# block 1

Fig. 1: block 1, clock wires, drivers and flops
Scale: 6 px per um.
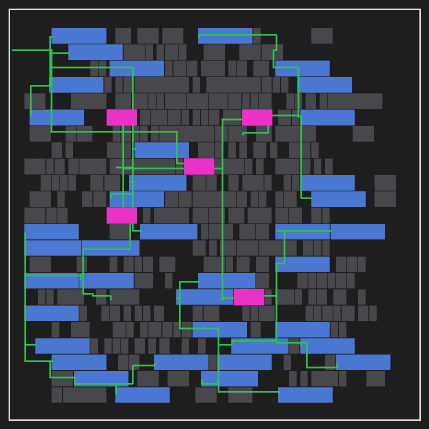

--- config.mk ---
export PLATFORM = sky130hd
export DESIGN_NAME = rot_enc_conditioner
export DESIGN_NICKNAME = d
export VERILOG_FILES = /design/src/rtl/rot_enc_conditioner.sv
export SDC_FILE = /design/constraint.sdc
export NUM_CORES = 1
export LEC_CHECK = 0
export ABC_AREA = 1
export CORE_MARGIN = 2
export CORE_UTILIZATION = 50
export DETAILED_ROUTE_END_ITERATION = 8
export PLACE_DENSITY = 0.74
export SLEW_MARGIN = 25
export SYNTH_ARGS = -nofsm -noshare
export SYNTH_HDL_FRONTEND = slang
export SYNTH_SLANG_ARGS = --single-unit
--- constraint.sdc ---
create_clock -name CLK10K -period 2.1 [get_ports CLK10K]
set_clock_uncertainty 0.05 [all_clocks]
set_input_delay 0.315 -clock CLK10K [delete_from_list [all_inputs] [get_ports CLK10K]]
set_output_delay 0.315 -clock CLK10K [all_outputs]
set_load 0.02 [all_outputs]
--- src/rtl/rot_enc_conditioner.sv ---
// Rotary encoder front end: two-flop synchronisers and per-channel debounce
// on the raw A/B contacts, followed by a quadrature decoder that produces
// registered step/error pulses, a wrapping position and a saturating error
// count. Everything runs on CLK10K.
//
// Decoder transition classes ({prev A,B} -> {cur A,B}):
//   TR_NONE | no change in the debounced pair
//   TR_CW   | 00->01, 01->11, 11->10, 10->00 (STEP_UP, POS+1)
//   TR_CCW  | 00->10, 10->11, 11->01, 01->00 (STEP_DN, POS-1)
//   TR_ERR  | both bits changed at once (STEP_ERR, ERR_CNT+1 saturating)
module rot_enc_conditioner #(
  parameter int DB_CYCLES = 20,
  parameter int CNT_W     = 8
) (
  input  logic       CLK10K,
  input  logic       RSTN,
  input  logic       ROT_A_RAW,
  input  logic       ROT_B_RAW,
  input  logic       CLR,
  output logic       ROT_A,
  output logic       ROT_B,
  output logic       STEP_UP,
  output logic       STEP_DN,
  output logic       STEP_ERR,
  output logic [7:0] POS,
  output logic [3:0] ERR_CNT
);

  typedef enum logic [1:0] {
    TR_NONE,
    TR_CW,
    TR_CCW,
    TR_ERR
  } trans_e;

  localparam logic [CNT_W-1:0] CNT_MAX = CNT_W'(DB_CYCLES - 1);

  // Channel pairs are packed as {A, B}: index 1 is A, index 0 is B.
  logic [1:0]       s1_q;
  logic [1:0]       s2_q;
  logic [1:0]       lvl_q;
  logic [1:0]       lvl_d;
  logic [CNT_W-1:0] cnt_q [2];
  logic [CNT_W-1:0] cnt_d [2];

  logic [1:0]       prev_q;
  trans_e           trans;
  logic             up_q, up_d;
  logic             dn_q, dn_d;
  logic             err_q, err_d;
  logic [7:0]       pos_q, pos_d;
  logic [3:0]       err_cnt_q, err_cnt_d;

  // Two-flop synchroniser per channel; idles high like an open contact.
  always_ff @(posedge CLK10K or negedge RSTN) begin
    if (!RSTN) begin
      s1_q <= 2'b11;
      s2_q <= 2'b11;
    end else begin
      s1_q <= {ROT_A_RAW, ROT_B_RAW};
      s2_q <= s1_q;
    end
  end

  // Debounce: the level follows s2 only after DB_CYCLES consecutive
  // disagreeing cycles; any agreement restarts the count.
  always_comb begin
    lvl_d = lvl_q;
    for (int i = 0; i < 2; i++) begin
      cnt_d[i] = '0;
      if (s2_q[i] != lvl_q[i]) begin
        if (cnt_q[i] == CNT_MAX) begin
          lvl_d[i] = s2_q[i];
        end else begin
          cnt_d[i] = cnt_q[i] + CNT_W'(1);
        end
      end
    end
  end

  // Debounce state registers.
  always_ff @(posedge CLK10K or negedge RSTN) begin
    if (!RSTN) begin
      lvl_q    <= 2'b11;
      cnt_q[0] <= '0;
      cnt_q[1] <= '0;
    end else begin
      lvl_q    <= lvl_d;
      cnt_q[0] <= cnt_d[0];
      cnt_q[1] <= cnt_d[1];
    end
  end

  // Classify the debounced pair change and compute counter updates.
  always_comb begin
    trans     = TR_NONE;
    up_d      = 1'b0;
    dn_d      = 1'b0;
    err_d     = 1'b0;
    pos_d     = pos_q;
    err_cnt_d = err_cnt_q;

    case ({prev_q, lvl_q})
      4'b0001, 4'b0111, 4'b1110, 4'b1000: trans = TR_CW;
      4'b0010, 4'b1011, 4'b1101, 4'b0100: trans = TR_CCW;
      4'b0011, 4'b1100, 4'b0110, 4'b1001: trans = TR_ERR;
      default:                            trans = TR_NONE;
    endcase

    case (trans)
      TR_CW: begin
        up_d  = 1'b1;
        pos_d = pos_q + 8'd1;
      end
      TR_CCW: begin
        dn_d  = 1'b1;
        pos_d = pos_q - 8'd1;
      end
      TR_ERR: begin
        err_d = 1'b1;
        if (err_cnt_q != 4'hF) begin
          err_cnt_d = err_cnt_q + 4'd1;
        end
      end
      default: ;
    endcase

    // Clear wins over a same-cycle step or error, but pulses still fire.
    if (CLR) begin
      pos_d     = '0;
      err_cnt_d = '0;
    end
  end

  // Decoder registers: previous pair, pulse outputs and counters.
  always_ff @(posedge CLK10K or negedge RSTN) begin
    if (!RSTN) begin
      prev_q    <= 2'b11;
      up_q      <= 1'b0;
      dn_q      <= 1'b0;
      err_q     <= 1'b0;
      pos_q     <= '0;
      err_cnt_q <= '0;
    end else begin
      prev_q    <= lvl_q;
      up_q      <= up_d;
      dn_q      <= dn_d;
      err_q     <= err_d;
      pos_q     <= pos_d;
      err_cnt_q <= err_cnt_d;
    end
  end

  assign ROT_A    = lvl_q[1];
  assign ROT_B    = lvl_q[0];
  assign STEP_UP  = up_q;
  assign STEP_DN  = dn_q;
  assign STEP_ERR = err_q;
  assign POS      = pos_q;
  assign ERR_CNT  = err_cnt_q;

endmodule

# block 2

File: config.mk
export PLATFORM = sky130hd
export DESIGN_NAME = ay_multi_bus_ctrl
export DESIGN_NICKNAME = d
export VERILOG_FILES = /design/src/rtl/ay_multi_bus_ctrl_pkg.sv /design/src/rtl/ay_multi_bus_ctrl_reg_shadow.sv /design/src/rtl/ay_multi_bus_ctrl.sv
export SDC_FILE = /design/constraint.sdc
export NUM_CORES = 1
export LEC_CHECK = 0
export CAP_MARGIN = 20
export CORE_ASPECT_RATIO = 1.75
export CORE_MARGIN = 1.5
export CORE_UTILIZATION = 45
export CTS_CLUSTER_DIAMETER = 150
export DETAILED_ROUTE_END_ITERATION = 8
export HOLD_SLACK_MARGIN = 0.02
export PLACE_DENSITY = 0.77
export SLEW_MARGIN = 10
export SYNTH_ARGS = -nofsm -noshare
export SYNTH_HDL_FRONTEND = slang
export SYNTH_SLANG_ARGS = --single-unit
File: constraint.sdc
create_clock -name i_cpu_clock -period 2.8 [get_ports i_cpu_clock]
set_input_delay 0.56 -clock i_cpu_clock [delete_from_list [all_inputs] [get_ports i_cpu_clock]]
set_output_delay 0.56 -clock i_cpu_clock [all_outputs]
set_load 0.03 [all_outputs]
File: src/rtl/ay_multi_bus_ctrl_pkg.sv
// ay_pkg: shared definitions for the multi-chip AY/YM PSG bus controller.
//   ayState_t    - bus sequencer states
//   AY_PORT_LO   - low address bits of both PSG ports (#xxFD)
//   AY_ADDR_HI   - a[15:14] of the register-address port (#FFFD)
//   AY_DATA_HI   - a[15:14] of the data port (#BFFD)
//   TS_SEL_MASK  - d[7:3] pattern marking a TurboSound chip-select write
//   AY_MAX_CHIPS - upper bound on NUM_CHIPS
//   isPsgPort()  - qualifies an access as a PSG port cycle
package ay_pkg;

  typedef enum logic [2:0] {
    ST_IDLE = 3'd0,
    ST_ADDR = 3'd1,
    ST_DATA = 3'd2,
    ST_READ = 3'd3,
    ST_HOLD = 3'd4
  } ayState_t;

  localparam logic [2:0] AY_PORT_LO   = 3'b101;
  localparam logic [1:0] AY_ADDR_HI   = 2'b11;
  localparam logic [1:0] AY_DATA_HI   = 2'b10;
  localparam logic [4:0] TS_SEL_MASK  = 5'b11111;
  localparam int         AY_MAX_CHIPS = 8;

  // a[1]==0 is already implied by a[2:0]==3'b101. The access must be a plain
  // I/O cycle (not an interrupt acknowledge) with normal ROM paging active.
  function automatic logic isPsgPort(input logic [2:0] aLo, input logic m1,
                                     input logic dos, input logic iorq);
    return (aLo == AY_PORT_LO) && m1 && dos && !iorq;
  endfunction

endpackage

File: src/rtl/ay_multi_bus_ctrl_reg_shadow.sv
// ay_reg_shadow: per-chip copy of the PSG register index latch and the 16
// register contents, so that reads can be answered without touching the bus.
// Ports:
//   i_cpu_clock - system clock (rising edge)
//   i_reset     - asynchronous reset, active-low
//   i_sel       - currently selected chip index
//   i_idxWe     - capture i_d[3:0] as the selected chip's register index
//   i_dataWe    - write i_d into the selected chip's indexed register
//   i_d         - sampled CPU data
//   o_q         - contents of the selected chip's indexed register
module ay_reg_shadow
  import ay_pkg::*;
#(
  parameter int NUM_CHIPS = 2
) (
  input  logic       i_cpu_clock,
  input  logic       i_reset,
  input  logic [2:0] i_sel,
  input  logic       i_idxWe,
  input  logic       i_dataWe,
  input  logic [7:0] i_d,
  output logic [7:0] o_q
);

  localparam int SEL_W = (NUM_CHIPS > 1) ? $clog2(NUM_CHIPS) : 1;

  logic [SEL_W-1:0] w_sel;
  logic             w_unusedSel;
  logic [3:0]       r_idx  [NUM_CHIPS];
  logic [7:0]       r_regs [NUM_CHIPS][16];

  // The chip-select latch never holds an index >= NUM_CHIPS, so only the low
  // bits are needed to address the register file.
  assign w_sel       = i_sel[SEL_W-1:0];
  assign w_unusedSel = ^i_sel;

  // Index latch and register file, cleared together with the real chips.
  always_ff @(posedge i_cpu_clock or negedge i_reset) begin
    if (!i_reset) begin
      for (int c = 0; c < NUM_CHIPS; c++) begin
        r_idx[c] <= 4'd0;
        for (int r = 0; r < 16; r++) r_regs[c][r] <= 8'd0;
      end
    end else begin
      if (i_idxWe)  r_idx[w_sel] <= i_d[3:0];
      if (i_dataWe) r_regs[w_sel][r_idx[w_sel]] <= i_d;
    end
  end

  assign o_q = r_regs[w_sel][r_idx[w_sel]];

endmodule

File: src/rtl/ay_multi_bus_ctrl.sv
// ay_multi_bus_ctrl: Z80-side decoder and bus sequencer for 1..8 AY/YM PSGs on
// one shared bus (TurboSound-style chip select via #FFFD writes of #F8..#FF).
// Optional feature macro: AY_REG_SHADOW_EN (register shadow + o_shadow_q).
// Ports:
//   i_cpu_clock                - Z80 clock, rising edge
//   i_reset                    - asynchronous reset, active-low
//   i_a, i_d                   - CPU address / data bus
//   i_iorq, i_rd, i_wr, i_m1   - Z80 strobes, active-low
//   i_dos                      - high = normal paging, low blocks PSG decode
//   o_bc1, o_bdir              - shared PSG control lines
//   o_ym_sel                   - one-hot chip enable, active-low
//   o_ioge_c                   - high while a decoded PSG access is handled
//   o_busy                     - sequencer not idle
//   o_overrun                  - sticky: access started while busy
//   o_shadow_q (macro only)    - shadow register value for #FFFD reads
module ay_multi_bus_ctrl
  import ay_pkg::*;
#(
  parameter int NUM_CHIPS    = 2,
  parameter int PULSE_CYCLES = 1,
  parameter int HOLD_CYCLES  = 1
) (
  input  logic                 i_cpu_clock,
  input  logic                 i_reset,
  input  logic [15:0]          i_a,
  input  logic                 i_iorq,
  input  logic                 i_rd,
  input  logic                 i_wr,
  input  logic                 i_m1,
  input  logic                 i_dos,
  input  logic [7:0]           i_d,
  output logic                 o_bc1,
  output logic                 o_bdir,
  output logic [NUM_CHIPS-1:0] o_ym_sel,
  output logic                 o_ioge_c,
  output logic                 o_busy,
  output logic                 o_overrun
`ifdef AY_REG_SHADOW_EN
  ,output logic [7:0]          o_shadow_q
`endif
);

  if (NUM_CHIPS < 1 || NUM_CHIPS > AY_MAX_CHIPS) begin : gBadChips
    $error("NUM_CHIPS must be 1..8");
  end
  if (PULSE_CYCLES < 1 || PULSE_CYCLES > 4 || HOLD_CYCLES < 0 || HOLD_CYCLES > 3) begin : gBadTiming
    $error("PULSE_CYCLES must be 1..4 and HOLD_CYCLES 0..3");
  end
  // A write must finish inside one Z80 I/O cycle: sample cycle + pulse + hold.
  if (1 + PULSE_CYCLES + HOLD_CYCLES > 4) begin : gBadOccupancy
    $error("1+PULSE_CYCLES+HOLD_CYCLES exceeds 4");
  end

  localparam logic [1:0] PULSE_LAST = 2'(PULSE_CYCLES - 1);
  localparam logic [1:0] HOLD_LAST  = (HOLD_CYCLES == 0) ? 2'd0 : 2'(HOLD_CYCLES - 1);

  logic [1:0] r_aHi;
  logic [2:0] r_aLo;
  logic [7:0] r_d;
  logic       r_iorq, r_rd, r_wr, r_m1, r_dos;
  logic       r_rdStbQ, r_wrStbQ;
  logic       w_unusedA;
  logic       w_rdStb, w_wrStb, w_port, w_isAddr, w_isData;
  logic       w_wrEdge, w_rdEdge, w_startAddr, w_startData, w_startRead;
  logic       w_start, w_accept, w_selWr, w_selValid, w_busy;
  logic [2:0] w_newIdx;
  ayState_t   r_state, w_next;
  logic [1:0] r_cnt;
  logic       w_bc1, w_bdir;
  logic [2:0] r_selIdx;
  logic       r_selPulse;

  assign w_unusedA = ^i_a[13:3];

  // Bus inputs are sampled once so the decoder only ever sees clean, clock-
  // aligned levels; the second strobe register gives the falling edge.
  always_ff @(posedge i_cpu_clock or negedge i_reset) begin
    if (!i_reset) begin
      r_aHi    <= 2'd0;
      r_aLo    <= 3'd0;
      r_d      <= 8'd0;
      r_iorq   <= 1'b1;
      r_rd     <= 1'b1;
      r_wr     <= 1'b1;
      r_m1     <= 1'b1;
      r_dos    <= 1'b0;
      r_rdStbQ <= 1'b1;
      r_wrStbQ <= 1'b1;
    end else begin
      r_aHi    <= i_a[15:14];
      r_aLo    <= i_a[2:0];
      r_d      <= i_d;
      r_iorq   <= i_iorq;
      r_rd     <= i_rd;
      r_wr     <= i_wr;
      r_m1     <= i_m1;
      r_dos    <= i_dos;
      r_rdStbQ <= w_rdStb;
      r_wrStbQ <= w_wrStb;
    end
  end

  // Combined strobes are active-low: low only while both IORQ and RD/WR are.
  assign w_rdStb     = r_iorq | r_rd;
  assign w_wrStb     = r_iorq | r_wr;
  assign w_port      = isPsgPort(r_aLo, r_m1, r_dos, r_iorq);
  assign w_isAddr    = w_port && (r_aHi == AY_ADDR_HI);
  assign w_isData    = w_port && (r_aHi == AY_DATA_HI);
  assign w_wrEdge    = !w_wrStb && r_wrStbQ;
  // A read is ignored while WR is also low: the write wins.
  assign w_rdEdge    = !w_rdStb && r_rdStbQ && w_wrStb;
  assign w_startAddr = w_wrEdge && w_isAddr;
  assign w_startData = w_wrEdge && w_isData;
  assign w_startRead = w_rdEdge && w_isAddr;
  assign w_start     = w_startAddr || w_startData || w_startRead;
  assign w_accept    = w_start && (r_state == ST_IDLE);
  assign w_selWr     = (r_d[7:3] == TS_SEL_MASK);
  assign w_newIdx    = ~r_d[2:0];
  assign w_selValid  = ({1'b0, w_newIdx} < 4'(NUM_CHIPS));
  assign w_busy      = (r_state != ST_IDLE);

  // State register; BC1/BDIR are registered from the next state so the PSG
  // lines never glitch on state decoding.
  always_ff @(posedge i_cpu_clock or negedge i_reset) begin
    if (!i_reset) begin
      r_state <= ST_IDLE;
      r_cnt   <= 2'd0;
      o_bc1   <= 1'b0;
      o_bdir  <= 1'b0;
    end else begin
      r_state <= w_next;
      o_bc1   <= w_bc1;
      o_bdir  <= w_bdir;
      if (w_next != r_state) r_cnt <= 2'd0;
      else if (r_cnt != 2'd3) r_cnt <= r_cnt + 2'd1;
    end
  end

  // Next-state and next-output decode. Chip-select writes never leave IDLE.
  always_comb begin
    w_next = r_state;
    w_bc1  = 1'b0;
    w_bdir = 1'b0;
    case (r_state)
      ST_IDLE: begin
        if (w_accept) begin
          if (w_startAddr && !w_selWr) w_next = ST_ADDR;
          else if (w_startData)        w_next = ST_DATA;
`ifndef AY_REG_SHADOW_EN
          else if (w_startRead)        w_next = ST_READ;
`endif
        end
      end
      ST_ADDR, ST_DATA: if (r_cnt == PULSE_LAST) w_next = (HOLD_CYCLES == 0) ? ST_IDLE : ST_HOLD;
      ST_HOLD:          if (r_cnt == HOLD_LAST)  w_next = ST_IDLE;
      ST_READ:          if (r_iorq || r_rd)      w_next = ST_IDLE;
      default:          w_next = ST_IDLE;
    endcase
    case (w_next)
      ST_ADDR: begin w_bc1 = 1'b1; w_bdir = 1'b1; end
      ST_DATA: w_bdir = 1'b1;
      ST_READ: w_bc1  = 1'b1;
      default: ;
    endcase
  end

  // Chip-select latch, its one-cycle IORQGE pulse, and the sticky overrun.
  always_ff @(posedge i_cpu_clock or negedge i_reset) begin
    if (!i_reset) begin
      r_selIdx   <= 3'd0;
      r_selPulse <= 1'b0;
      o_overrun  <= 1'b0;
    end else begin
      r_selPulse <= w_accept && w_startAddr && w_selWr;
      if (w_accept && w_startAddr && w_selWr && w_selValid) r_selIdx <= w_newIdx;
      if (w_start && w_busy) o_overrun <= 1'b1;
    end
  end

  always_comb begin
    o_ym_sel = '1;
    for (int i = 0; i < NUM_CHIPS; i++) o_ym_sel[i] = (r_selIdx != 3'(i));
  end

  assign o_busy = w_busy;

`ifdef AY_REG_SHADOW_EN
  logic r_shadowRd;

  // Shadow reads keep the sequencer idle but still claim the I/O cycle.
  always_ff @(posedge i_cpu_clock or negedge i_reset) begin
    if (!i_reset)                   r_shadowRd <= 1'b0;
    else if (w_accept && w_startRead) r_shadowRd <= 1'b1;
    else if (r_iorq || r_rd)        r_shadowRd <= 1'b0;
  end

  ay_reg_shadow #(.NUM_CHIPS(NUM_CHIPS)) uShadow (
    .i_cpu_clock (i_cpu_clock),
    .i_reset     (i_reset),
    .i_sel       (r_selIdx),
    .i_idxWe     (w_accept && w_startAddr && !w_selWr),
    .i_dataWe    (w_accept && w_startData),
    .i_d         (r_d),
    .o_q         (o_shadow_q)
  );

  assign o_ioge_c = w_busy || r_selPulse || r_shadowRd;
`else
  assign o_ioge_c = w_busy || r_selPulse;
`endif

endmodule

# block 3

--- src/rtl/cdc_clear_ctrl_pkg.sv ---
// rtl/cdc_clear_ctrl_pkg.sv - state encoding and constants for the FIFO clear initiator
package cdc_clear_ctrl_pkg;

  typedef enum logic [2:0] {
    IDLE,
    QUIESCE,
    ISSUE,
    WAIT,
    DONE
  } clr_state_e;

  // Longest time a stalled beat is allowed to hold off a clear round.
  localparam int QuiesceMax = 16;

endpackage

--- src/rtl/cdc_fifo_clear_initiator_counter.sv ---
// rtl/cdc_fifo_clear_initiator_counter.sv - free-running up counter with synchronous clear
module cdc_fifo_clear_initiator_counter #(
  parameter int WIDTH = 8
) (
  input  logic             clk,
  input  logic             rst,
  input  logic             clr,
  input  logic             inc,
  output logic [WIDTH-1:0] cnt
);

  // Clear wins over increment so a counter can be restarted on the entry cycle.
  always_ff @(posedge clk) begin
    if (rst || clr) begin
      cnt <= '0;
    end else if (inc) begin
      cnt <= cnt + WIDTH'(1);
    end
  end

endmodule

--- src/rtl/cdc_fifo_clear_initiator.sv ---
// rtl/cdc_fifo_clear_initiator.sv - source-side controller driving a CDC FIFO clear round
module cdc_fifo_clear_initiator
  import cdc_clear_ctrl_pkg::*;
#(
  parameter int TIMEOUT_CYCLES = 1024,
  parameter int CNT_WIDTH      = 16
) (
  input  logic                 clk_i,
  input  logic                 rst_i,
  input  logic                 clear_req_i,
  output logic                 clear_busy_o,
  output logic                 clear_done_o,
  output logic                 clear_timeout_o,
  output logic [CNT_WIDTH-1:0] clear_count_o,
  input  logic                 up_valid_i,
  output logic                 up_ready_o,
  output logic                 fifo_valid_o,
  input  logic                 fifo_ready_i,
  output logic                 fifo_clear_o,
  input  logic                 fifo_clear_pending_i
);

  localparam int TmoW = (TIMEOUT_CYCLES > 1) ? $clog2(TIMEOUT_CYCLES + 1) : 1;
  localparam logic [TmoW-1:0] TmoLast =
    TmoW'((TIMEOUT_CYCLES > 0) ? TIMEOUT_CYCLES - 1 : 0);
  localparam int QW = $clog2(QuiesceMax + 1);
  localparam logic [QW-1:0] QLast = QW'(QuiesceMax - 1);

  clr_state_e state_q, state_d;

  logic                 req_q, rerun_q, seen_q, timeout_q, stall_q;
  logic [CNT_WIDTH-1:0] count_q;
  logic [TmoW-1:0]      tmo_cnt;
  logic [QW-1:0]        q_cnt;

  logic req, pass, done_normal, tmo_hit, q_exit, rerun;

  // The counter clears on the ISSUE entry and counts ISSUE as well, so the
  // value seen in WAIT is the number of cycles since the clear pulse.
  cdc_fifo_clear_initiator_counter #(.WIDTH(TmoW)) u_tmo_cnt (
    .clk (clk_i),
    .rst (rst_i),
    .clr (state_d == ISSUE),
    .inc ((state_q == ISSUE) || (state_q == WAIT)),
    .cnt (tmo_cnt)
  );

  cdc_fifo_clear_initiator_counter #(.WIDTH(QW)) u_quiesce_cnt (
    .clk (clk_i),
    .rst (rst_i),
    .clr ((state_d == QUIESCE) && (state_q != QUIESCE)),
    .inc (state_q == QUIESCE),
    .cnt (q_cnt)
  );

  assign req          = req_q | clear_req_i;
  assign rerun        = rerun_q | clear_req_i;
  assign pass         = (state_q == IDLE) || (state_q == QUIESCE);
  assign fifo_valid_o = pass & up_valid_i;
  assign up_ready_o   = pass & fifo_ready_i;
  assign done_normal  = seen_q & ~fifo_clear_pending_i;
  assign tmo_hit      = (TIMEOUT_CYCLES != 0) && (tmo_cnt >= TmoLast);
  assign q_exit       = (up_valid_i & fifo_ready_i) | ~up_valid_i | (q_cnt == QLast);
  assign clear_count_o = count_q;

  // Next-state decode; the clear pulse and done strobes come straight from the state.
  always_comb begin
    state_d         = state_q;
    fifo_clear_o    = 1'b0;
    clear_done_o    = 1'b0;
    clear_timeout_o = 1'b0;
    clear_busy_o    = (state_q != IDLE);
    case (state_q)
      IDLE: begin
        if (req) begin
          if (stall_q) begin
            state_d = QUIESCE;
          end else if (!fifo_clear_pending_i) begin
            state_d = ISSUE;
          end
        end
      end
      QUIESCE: begin
        if (q_exit) begin
          state_d = fifo_clear_pending_i ? IDLE : ISSUE;
        end
      end
      ISSUE: begin
        fifo_clear_o = 1'b1;
        state_d      = WAIT;
      end
      WAIT: begin
        if (done_normal || tmo_hit) begin
          state_d = DONE;
        end
      end
      DONE: begin
        clear_done_o    = 1'b1;
        clear_timeout_o = timeout_q;
        if (rerun && !fifo_clear_pending_i) begin
          state_d = ISSUE;
        end else begin
          state_d = IDLE;
        end
      end
      default: state_d = IDLE;
    endcase
  end

  // State register plus the sticky request, rerun, seen, timeout and stall flags.
  always_ff @(posedge clk_i) begin
    if (rst_i) begin
      state_q   <= IDLE;
      req_q     <= 1'b0;
      rerun_q   <= 1'b0;
      seen_q    <= 1'b0;
      timeout_q <= 1'b0;
      stall_q   <= 1'b0;
    end else begin
      state_q <= state_d;
      stall_q <= fifo_valid_o & ~fifo_ready_i;
      case (state_q)
        IDLE: begin
          if (req) begin
            req_q <= 1'b1;
          end
        end
        ISSUE: begin
          req_q     <= 1'b0;
          seen_q    <= fifo_clear_pending_i;
          timeout_q <= 1'b0;
          if (clear_req_i) begin
            rerun_q <= 1'b1;
          end
        end
        WAIT: begin
          seen_q <= seen_q | fifo_clear_pending_i;
          if (clear_req_i) begin
            rerun_q <= 1'b1;
          end
          if (!done_normal && tmo_hit) begin
            timeout_q <= 1'b1;
          end
        end
        DONE: begin
          // A request landing in DONE joins the rerun that is about to start.
          rerun_q <= 1'b0;
          if (rerun && fifo_clear_pending_i) begin
            req_q <= 1'b1;
          end
        end
        default: ;
      endcase
    end
  end

  // Saturating count of clear pulses actually sent to the FIFO.
  always_ff @(posedge clk_i) begin
    if (rst_i) begin
      count_q <= '0;
    end else if ((state_q == ISSUE) && (count_q != '1)) begin
      count_q <= count_q + CNT_WIDTH'(1);
    end
  end

endmodule
--- config.mk ---
export PLATFORM = sky130hd
export DESIGN_NAME = cdc_fifo_clear_initiator
export DESIGN_NICKNAME = d
export VERILOG_FILES = /design/src/rtl/cdc_clear_ctrl_pkg.sv /design/src/rtl/cdc_fifo_clear_initiator_counter.sv /design/src/rtl/cdc_fifo_clear_initiator.sv
export SDC_FILE = /design/constraint.sdc
export NUM_CORES = 1
export LEC_CHECK = 0
export CAP_MARGIN = 20
export CORE_ASPECT_RATIO = 0.9
export CORE_UTILIZATION = 33
export DETAILED_ROUTE_END_ITERATION = 10
export GPL_TIMING_DRIVEN = 1
export PLACE_DENSITY_LB_ADDON = 0.12
export REMOVE_ABC_BUFFERS = 1
export SLEW_MARGIN = 30
export SYNTH_ARGS = -nofsm -noshare
export SYNTH_HDL_FRONTEND = slang
export SYNTH_HIERARCHICAL = 1
export SYNTH_SLANG_ARGS = --single-unit
--- constraint.sdc ---
create_clock -name clk_i -period 4.98 [get_ports clk_i]
set_input_delay 0.498 -clock clk_i [delete_from_list [all_inputs] [get_ports clk_i]]
set_output_delay 0.498 -clock clk_i [all_outputs]
set_load 0.02 [all_outputs]
# block 4

==> src/rtl/interrupt_controller.sv <==
// Fixed-priority interrupt arbiter for the jump control block: latches request edges,
// masks by enable, and fires a one-cycle pulse on a safe instruction, then waits for RET.
module interrupt_controller #(
   parameter int unsigned N_SRC = 4,
   parameter int unsigned ID_W  = 2
) (
   input  logic             clk,
   input  logic             reset,
   input  logic [N_SRC-1:0] irq_req,
   input  logic             en_we,
   input  logic [N_SRC-1:0] en_wdata,
   input  logic [19:0]      ins,
   output logic             interrupt,
   output logic [N_SRC-1:0] irq_ack,
   output logic [ID_W-1:0]  irq_id,
   output logic             in_service,
   output logic [N_SRC-1:0] pending
);

   typedef enum logic {StIdle, StService} state_e;

   state_e           state;
   logic [N_SRC-1:0] req_q;
   logic [N_SRC-1:0] enable;
   logic [N_SRC-1:0] rise;
   logic [N_SRC-1:0] eligible;
   logic [N_SRC-1:0] grant;
   logic [ID_W-1:0]  winner;
   logic             is_ret;
   logic             flow;

   assign is_ret   = (ins[19:15] == 5'b10000);
   // Jumps and RET redirect the PC; an interrupt taken there would lose the return address.
   assign flow     = (ins[19:18] == 2'b11) | is_ret;
   assign rise     = irq_req & ~req_q;
   assign eligible = pending & enable;

   // Scan from the top so the lowest set index is the last assignment and wins.
   always_comb begin
      winner = '0;
      for (int i = N_SRC - 1; i >= 0; i--) begin
         if (eligible[i]) winner = ID_W'(i);
      end
   end

   assign interrupt = (state == StIdle) & (|eligible) & ~flow;

   always_comb begin
      grant = '0;
      for (int i = 0; i < N_SRC; i++) begin
         grant[i] = interrupt & (winner == ID_W'(i));
      end
   end

   assign irq_ack    = grant;
   assign in_service = (state == StService);

   always_ff @(posedge clk or negedge reset) begin
      if (!reset) begin
         state   <= StIdle;
         req_q   <= '0;
         pending <= '0;
         enable  <= '0;
         irq_id  <= '0;
      end else begin
         req_q <= irq_req;
         // A fresh rise in the grant cycle keeps the source pending.
         pending <= rise | (pending & ~grant);
         if (en_we) enable <= en_wdata;
         unique case (state)
            StIdle: begin
               if (interrupt) begin
                  irq_id <= winner;
                  state  <= StService;
               end
            end
            StService: begin
               if (is_ret) state <= StIdle;
            end
            default: state <= StIdle;
         endcase
      end
   end

endmodule

==> config.mk <==
export PLATFORM = sky130hd
export DESIGN_NAME = interrupt_controller
export DESIGN_NICKNAME = d
export VERILOG_FILES = /design/src/rtl/interrupt_controller.sv
export SDC_FILE = /design/constraint.sdc
export NUM_CORES = 1
export LEC_CHECK = 0
export CORE_MARGIN = 8
export CORE_UTILIZATION = 35
export CTS_BUF_LIST = sky130_fd_sc_hd__clkbuf_8
export DETAILED_ROUTE_END_ITERATION = 6
export PLACE_DENSITY = 0.76
export SLEW_MARGIN = 40
export SYNTH_ARGS = -nofsm -noshare
export SYNTH_HDL_FRONTEND = slang
export SYNTH_SLANG_ARGS = --single-unit
==> constraint.sdc <==
create_clock -name clk -period 1.8 [get_ports clk]
set_input_delay 0.27 -clock clk [delete_from_list [all_inputs] [get_ports clk]]
set_output_delay 0.27 -clock clk [all_outputs]
set_load 0.1 [all_outputs]
Fig. 2: block 4, clock wires, drivers and flops
Scale: 8 px per um.
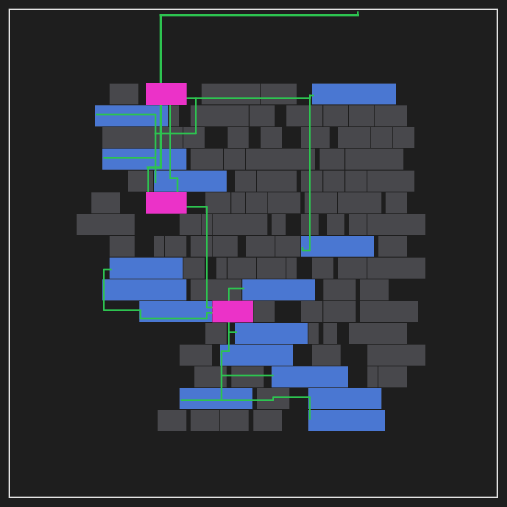
clock wires -> green  # length 222 um
cells driving clock nets -> magenta  # count 3
flip-flops -> blue  # count 15
routed clock nets = 4
clk ins delay skew pair: 0.25 ns
Clock Skews: 0.0005796 ns
Clock net power: 279 uW
Clk network pwr share: 26.1%

Fig. 3: block 4, I/O nets highlighted
Scale: 8 px per um.
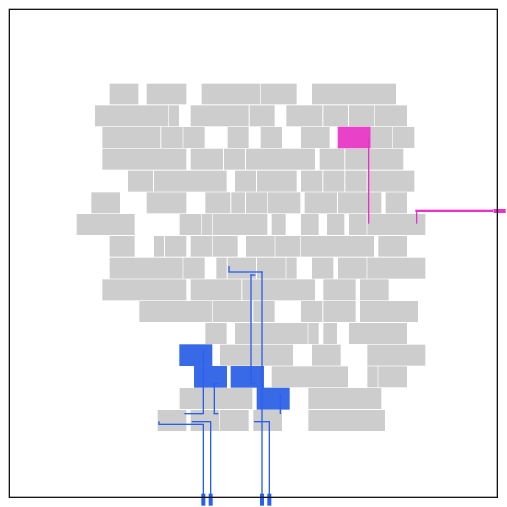
en_wdata -> blue  # bits 4, direction input, edge south, end cells 4, buffers 4, wire 101 um
interrupt -> magenta  # bits 1, direction output, edge east, end cells 1, buffers 1, wire 21.5 um

==> run_results.csv, block 4 <==
group,metric,value,unit
drt,totalWireLength,1992,um
finish,fin_cells,132,
global_routing,grt_pass1_wl,3132,um
clock_tree,htreeDepth,1,
drt,routed-wl-met3,130,um
timing,setup_viol,4,
place,preCtsSetupSlack,-0.1838,ns
critical_path,worstSetupEndpoint,"irq_ack[2]",
finish,largest_class,"buffers",
outcome,violations,"negative setup slack",
die,fp_util,36.59,%
critical_path,timing.rr.start,"pending[0]$_DFF_PN0_",
power,pwr-share-seq,37.4,%
outcome,outcome,"finished, violations left",
critical_path,endpoint_kind,"output port",
finish,num_antenna_cells,0,
die,rows,16,
timing,fmax,519.3,MHz
finish,regArea,389.1,um^2
finish,comb-cell-share,28.41,%
drt,first_iter_violations,21,
finish,flop-count,15,
timing,setup_ws,-0.1257,ns
flow_run,cap_violations,0,
timing,slew_headroom,74.58,%
place,placed_cells,124,
clock_tree,cts_resized,7,
power,pg_comb,390,uW
global_routing,grt_usage,11.59,%
place,io_buffers,27,
die,dieArea,3699,um^2
yosys,synth.distinct_cells,23,
yosys,yosysChipArea,703.2,um^2
global_routing,use_met1,13.05,%
critical_path,r2r_slack,0.13,ns
==> block 4: logic make-up (layout without fill, tap and decap cells) <==
group / after synthesis / after routing
buffers and inverters: 5 / 51
multiplexers: 4 / 4
AND/OR/NAND/NOR: 18 / 18
flip-flops: 15 / 15
AND-OR/OR-AND: 17 / 17
==> block 4: cells in the final DEF, fill, tap and decap left out, types with 4 or more instances in the layout <==
master           netlist  layout
buf_12                 0      10
buf_4                  0      16
clkdlybuf4s50_1        0      10
dfrtp_1               15      10
inv_1                  5       4
mux2_2                 4       4
==> block 4: synthesized netlist by cell type <==
cell type  count  area [um^2]
a31oi_1        2        12.51
mux2_2         4        45.04
a222oi_1       1        10.01
or3_1          1        6.260
or3_4          1        11.26
nor4b_4        1        23.77
nor3_1         1        5.000
a22o_1         4        35.03
a221o_1        2        20.02
dfrtp_1       15        375.4
a21o_2         1        8.760
o2bb2a_1       1        10.01
inv_1          5        18.77
a21oi_1        1        5.000
and2b_1        1        7.510
nand2_1        4        15.01
nor2_1         4        15.01
nand3_1        2        10.01
o22a_1         2        17.52
or4b_1         2        20.02
a21boi_0       2        15.01
a32oi_1        1        8.760
nor3b_1        1        7.510
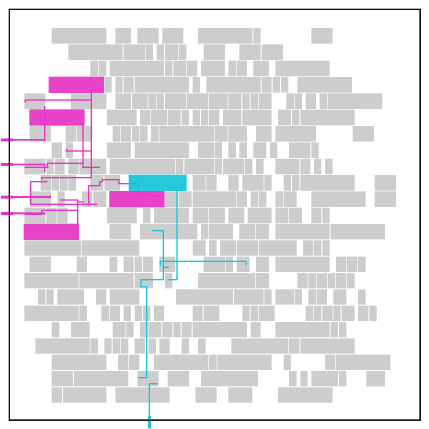
Fig. 4. I/O nets highlighted (block 1).
Scale: 6 px per um.
ERR_CNT -> magenta  # bits 4, direction output, edge west, end cells 4, buffers 4, wire 145 um
ROT_A -> cyan  # bits 1, direction output, edge south, end cells 1, buffers 2, wire 73.6 um
num ports: 22
Port Buffers: 21

Notes on Fig. 1 above:
cells driving clock nets -> magenta  # count 5
flip-flops -> blue  # count 39
clock wires -> green  # length 446 um
flops lie = widely spread
routed clock nets = 6

==> run_results.csv, block 1 <==
group,metric,value,unit
outcome,outcome,"finished, violations left",
outcome,violations,"negative setup slack",
finish,multi_input_comb_cells,163,
timing,setup_ws,-0.02186,ns
timing,setup_viol,1,
yosys,synth-edff-count,0,
place,dpl-instance-area,2424,um^2
finish,comb-cell-share,38.16,%
critical_path,crit_arrival,2.28,ns
global_routing,use_met1,24.60,%
place,placed_cells,324,
yosys,common_cells,"48 x nand2_1, 37 x inv_1, 31 x dfrtp_1",
power,p_switching,358.9,uW
finish,combGateArea,1035,um^2
timing,rsz0062_at_grt,"yes",
finish,layout_top_cell,"nand2_1",
place,routabilityCongestion,0.9293,
die,core_area,3971,um^2
yosys,ys_sh_simple,29.41,%
[block 1: path summary, 6_finish.rpt]
check | end | slack (ns) | cells past startpoint | startpoint
max | POS[4]$_DFFE_PN0P_ | -0.02 | 17 | prev_q[0]$_DFF_PN1_
min | s2_q[1]$_DFF_PN1_ | 0.31 | 0 | s1_q[1]$_DFF_PN1_
max reg2reg | POS[4]$_DFFE_PN0P_ | -0.02 | 17 | prev_q[0]$_DFF_PN1_
min reg2reg | s2_q[1]$_DFF_PN1_ | 0.31 | 0 | s1_q[1]$_DFF_PN1_
max in group asynchronous | lvl_q[1]$_DFFE_PN1P_ | 1.28 | 3 | RSTN
min in group asynchronous | STEP_ERR$_DFF_PN0_ | 0.46 | 3 | RSTN
[block 1: flip-flops by register name (all words and copies together) (netlist names)]
| name | cells |
|---|---|
| lvl_q | 2 |
| s2_q | 2 |
| STEP_UP | 1 |
| STEP_DN | 1 |
| ERR_CNT | 4 |
| cnt_q | 16 |
| s1_q | 2 |
| STEP_ERR | 1 |
| prev_q | 2 |
| POS | 8 |
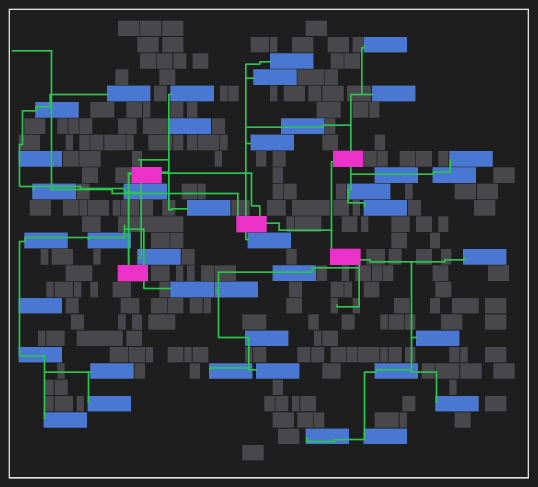
Fig. 5. Clock wires, drivers and flops (block 3).
Scale: 6 px per um.
clock wires -> green  # length 581 um
flip-flops -> blue  # count 40
cells driving clock nets -> magenta  # count 5
flops lie = widely spread
Clock net power: 264 uW
Clock Skews: 0.01382 ns
Clk network pwr share: 28.7%
clk ins delay skew pair: 0.29 ns

==> run_results.csv, block 3 <==
group,metric,value,unit
outcome,outcome,"complete, no violations",
global_routing,grt_max_degree,39,
finish,layout_top_cell,"dfxtp_1",
drt,first_iter_violations,69,
die,boundaryPins,28,
critical_path,critical-path-max-stage-delay,0.62,ns
yosys,largest_area_cell,"dfxtp_1",
critical_path,crit_arrival,1.77,ns
yosys,ys_sh_mux,4.626,%
yosys,yosys_warnings,6,
timing,worst_slew_pin_slew,0.7603,ns
yosys,synth-edff-count,0,
worst_hold_path,hp-start,"timeout_q$_SDFFE_PP0P_",
flow_run,cap_violations,0,
critical_path,worstSetupEndpoint,"fifo_valid_o",
yosys,xor_share,2.076,%
drt,wire_per_inst,12.95,um
timing,post-route-period-util,45.55,%
power,pg_seq,395,uW
place,dpl-instance-area,2450,um^2
finish,final_cell_mix,"40 x dfxtp_1, 27 x clkdlybuf4s50_1, 21 x a21oi_1, 17 x nor2_1, 14 x nand2_1",
die,fp_util,34.31,%
die,rows,27,
die,dieArea,6717,um^2
timing,slew_headroom,48.84,%
timing,fin_crit,2.268,ns
critical_path,worstPathCellList,"clkdlybuf4s50_1 > nor3b_1 > clkdlybuf4s50_1",
clock_tree,clk_pin_slew,0.08,ns
finish,area_growth,21.23,%
critical_path,cp.depth,3,
critical_path,crit_required,4.48,ns
die,core_area,6148,um^2
timing,slew_violations,0,
yosys,synth.distinct_cells,53,
yosys,synth_top_flop_cell,"dfxtp_1",
yosys,syn_area_per_cell,8.790,um^2
worst_hold_path,holdCritPathClass,"reg2reg",
critical_path,r2r_slack,2.92,ns
## block 3: per-stage QoR
step	utilization [%]	hold slack (ns)	cells	setup WS (ns)	total power, mW
floorplan	-	0.4323	229	2.954	0.5644
global placement	39.85	0.4422	347	2.712	0.6668
detailed placement	39.85	0.4488	347	2.692	0.6642
CTS	41.60	0.4648	355	2.691	0.9324
global route	41.60	0.4825	355	2.624	0.9789
finish	41.60	0.4600	355	2.712	0.9182
## block 3: layer usage
metal / track usage [%] / vias up / part of all wire, %
met1: 20.08 / 850 / 52
met5: 0 / - / 0
li1: - / 953 / -
met3: 3.830 / 4 / 3.8
met2: 21.83 / 32 / 43
met4: 4.500 / 0 / 0.85
## block 3: area by class of cell
| cell class | count | area, um^2 |
|---|---|---|
| Fill cell | 642 | 3591 |
| Multi-Input combinational cell | 178 | 1194 |
| Sequential cell | 40 | 800.8 |
| Timing Repair Buffer | 31 | 300.3 |
| Tap cell | 87 | 108.9 |
| Clock buffer | 6 | 72.57 |
| Inverter | 11 | 46.29 |
| Clock inverter | 2 | 35.03 |
Fig. 6: block 2, routing congestion
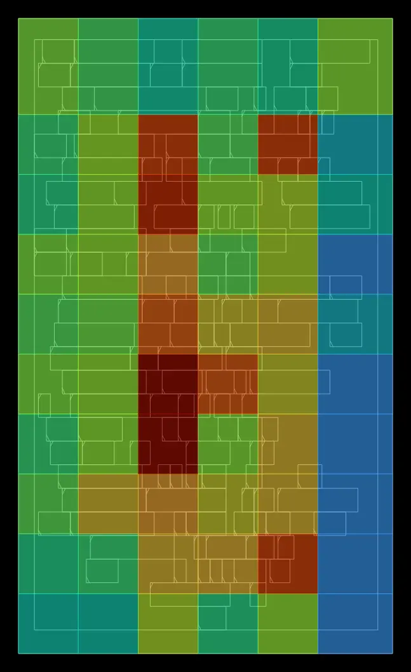
Global Route met1 Usage: 15.74%
M2 GR Usage: 30.18%

Fig. 7: block 2, I/O nets highlighted
Scale: 8 px per um.
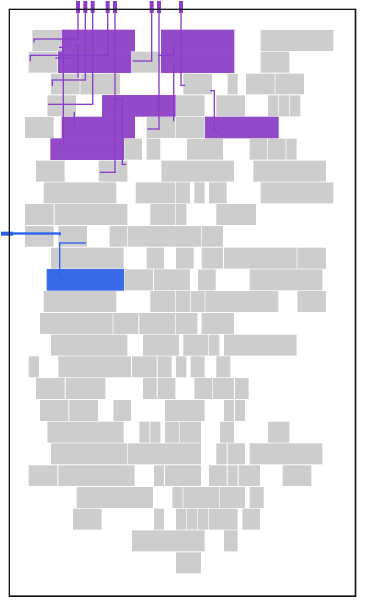
i_m1 -> blue  # bits 1, direction input, edge west, end cells 1, buffers 1, wire 14.0 um
i_d -> purple  # bits 8, direction input, edge north, end cells 8, buffers 8, wire 158 um

==> run_results.csv, block 2 <==
group,metric,value,unit
outcome,outcome,"complete, no violations",
drt,wl_met2,1339,um
global_routing,grt_usage,16.25,%
drt,drtAntennaViolNets,0,
global_routing,grt_pass1_vias,959,
drt,drc,0,
yosys,ys_sh_aoi,9.387,%
global_routing,grt_busiest_layer,"met2",
critical_path,startpoint_type,"flip-flop",
finish,fin_cells,163,
yosys,yosysSeqAreaShare,63.83,%
clock_tree,clk_pin_slew,0.06,ns
drt,totalWireLength,2244,um
finish,flop-count,32,
finish,post-route-cell-area,1637,um^2
yosys,ys_sh_adder,2.767,%
global_routing,grt_pass1_wl,3850,um
finish,layout.nets,169,
yosys,ys_sh_simple,20.06,%
timing,holdWs,0.4244,ns
drt,dr.pass1.iters,4,
yosys,syn_inst,104,
critical_path,crit_arrival,1.92,ns
timing,fmax,403.1,MHz
finish,final_util,60.84,%
finish,combGateArea,426.7,um^2
power,p_per_area,606.7,nW/um^2
timing,setup_tns,0,ns
drt,routed-wl-met3,84,um
finish,num_antenna_cells,0,
clock_tree,cts_buffers,5,
timing,slew_headroom,59.44,%
yosys,yosys_register_bits,32,
flow_run,warning_count,38,
flow_run,cap_violations,0,
power,p_leak,0.7065,nW
finish,n_fill_cell,238,
timing,fin_crit,2.481,ns
worst_hold_path,holdCritPathClass,"reg2reg",
yosys,xor_share,0.6917,%
yosys,yosysCellCount,104,
yosys,largest_area_cell,"dfrtp_1",
die,boundaryPins,38,
-- block 2: registers in the layout, indices dropped and copies added, names as in the netlist, 2 cells and up --
register / flops
r_d: 8
r_aLo: 3
r_selIdx: 3
r_state: 3
r_aHi: 2
r_cnt: 2
-- block 2: worst paths after layout --
| check | end | from | cells after the start | slack, ns |
|---|---|---|---|---|
| worst min-delay path | r_selIdx[0]$_DFFE_PN0P_ | r_d[0]$_DFF_PN0_ | 1 | 0.42 |
| worst max-delay path | o_busy | r_state[0]$_DFF_PN0_ | 3 | 0.32 |
| worst max register to register | o_bdir$_DFF_PN0_ | r_wrStbQ$_DFF_PN1_ | 5 | 0.80 |
| max in group asynchronous | r_d[7]$_DFF_PN0_ | i_reset | 2 | 1.47 |
| min in group asynchronous | r_cnt[0]$_DFFE_PN0P_ | i_reset | 1 | 0.66 |
| worst min register to register | r_selIdx[0]$_DFFE_PN0P_ | r_d[0]$_DFF_PN0_ | 1 | 0.42 |
-- block 2: report_power, final --
group          leakage, nW  internal [mW]  switching, mW
clock               0.0410          0.168          0.148
combinational        0.276         0.0801         0.0812
sequential           0.389          0.498         0.0176
total                0.706          0.746          0.247

## Gallery

Wire density map.
image #1
Scale: 4 px per um. 17 x 16 tiles, from white (low) to dark blue (high), scaled to the fullest tile. Values are wire area over tile area, all layers added.
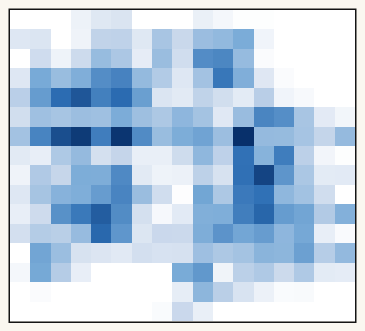
image #2
Scale: 6 px per um. 14 x 14 tiles, from white (low) to dark blue (high), scaled to the fullest tile. Values are wire area over tile area, all layers added.
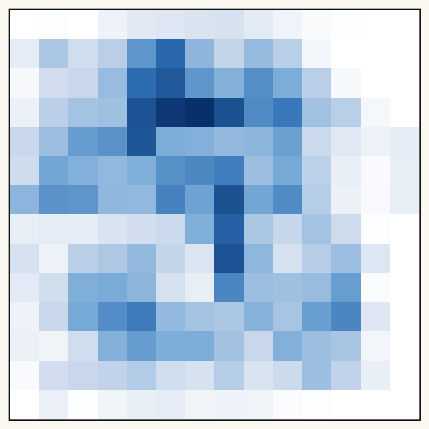
image #3
Scale: 6 px per um. 9 x 15 tiles, from white (low) to dark blue (high), scaled to the fullest tile. Values are wire area over tile area, all layers added.
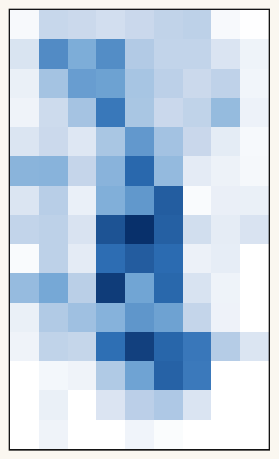
image #4
Scale: 6 px per um. 12 x 12 tiles, from white (low) to dark blue (high), scaled to the fullest tile. Values are wire area over tile area, all layers added.
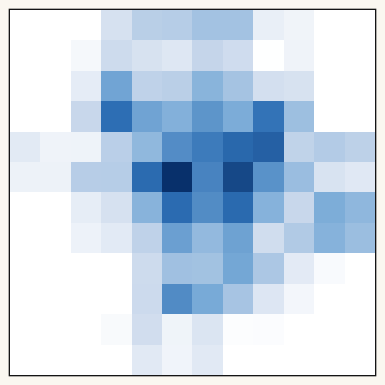
Block 3 is image #1.
Block 2 is image #3.
Block 4 is image #4.
Block 1 is image #2.
The one with the smallest die is image #3.



==> screenshots <==
Routing congestion.
panel A
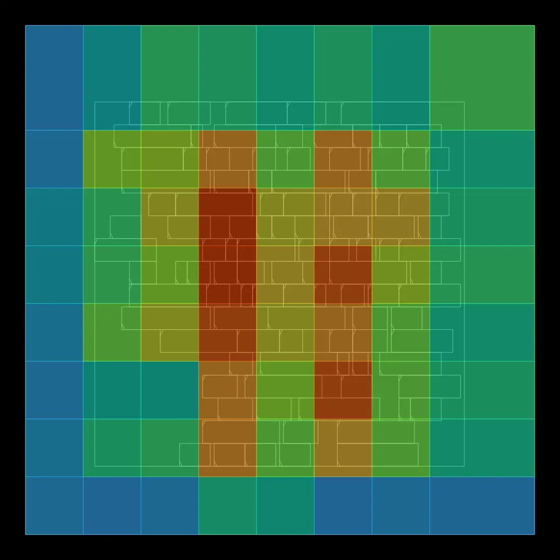
panel B
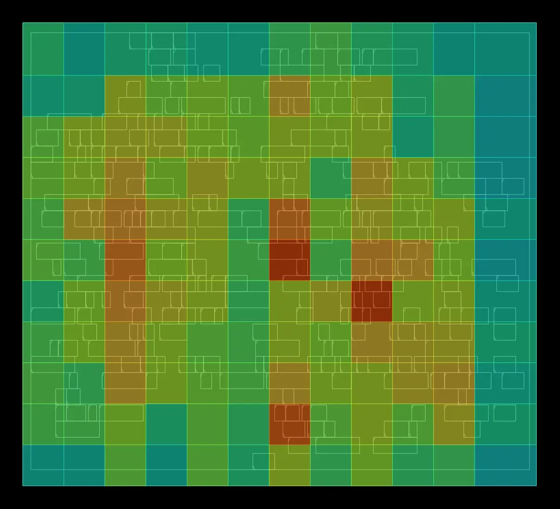
panel C
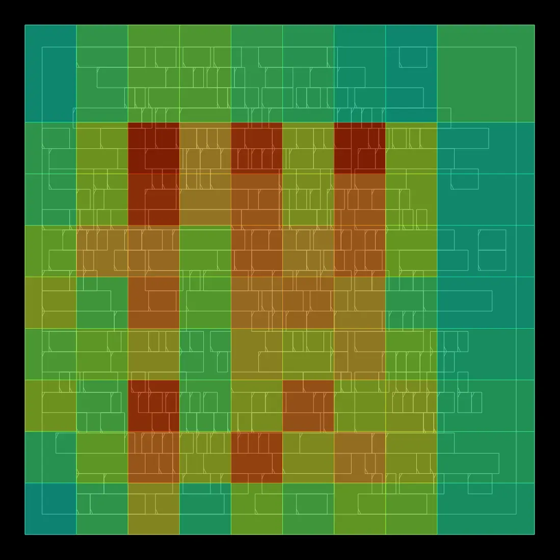
- lowest track usage: panel A
Panel B is block 3.
Panel A is block 4.
Panel C is block 1.


## Gallery

Gate-type map.
Plate I
Scale: 6 px per um.
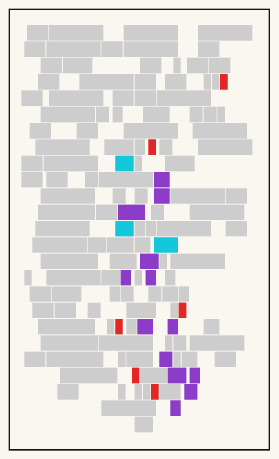
Plate II
Scale: 4 px per um.
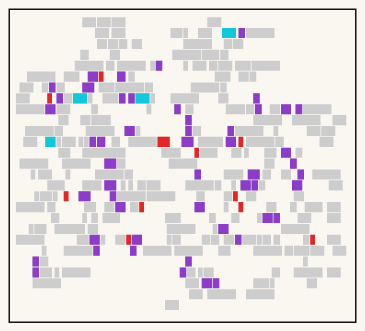
Plate III
Scale: 6 px per um.
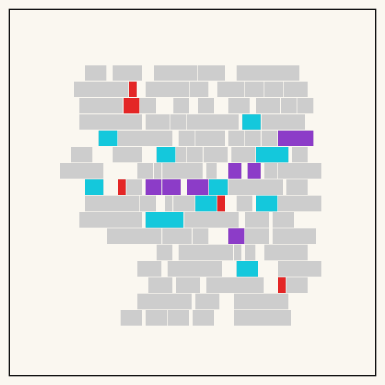
Plate IV
Scale: 6 px per um.
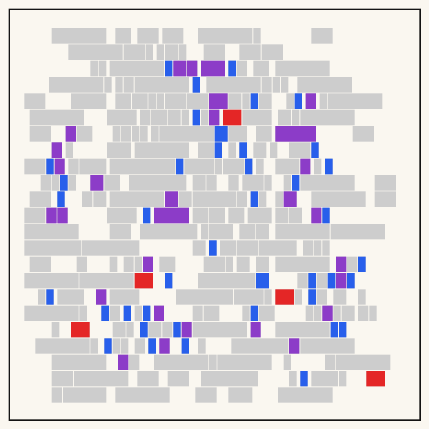
Of these, largest die: Plate II
Of these, smallest die: Plate I
- Plate I = block 2
- Plate IV = block 1
- Plate II = block 3
- Plate III = block 4

Key to Plate II:
inverters -> red  # cells 11, most used inv_1
AND-OR and OR-AND gates -> cyan  # cells 4
inverting AOI/OAI gates -> purple  # cells 51, most used a21oi_1

Power is estimated from default activity; no workload was simulated.
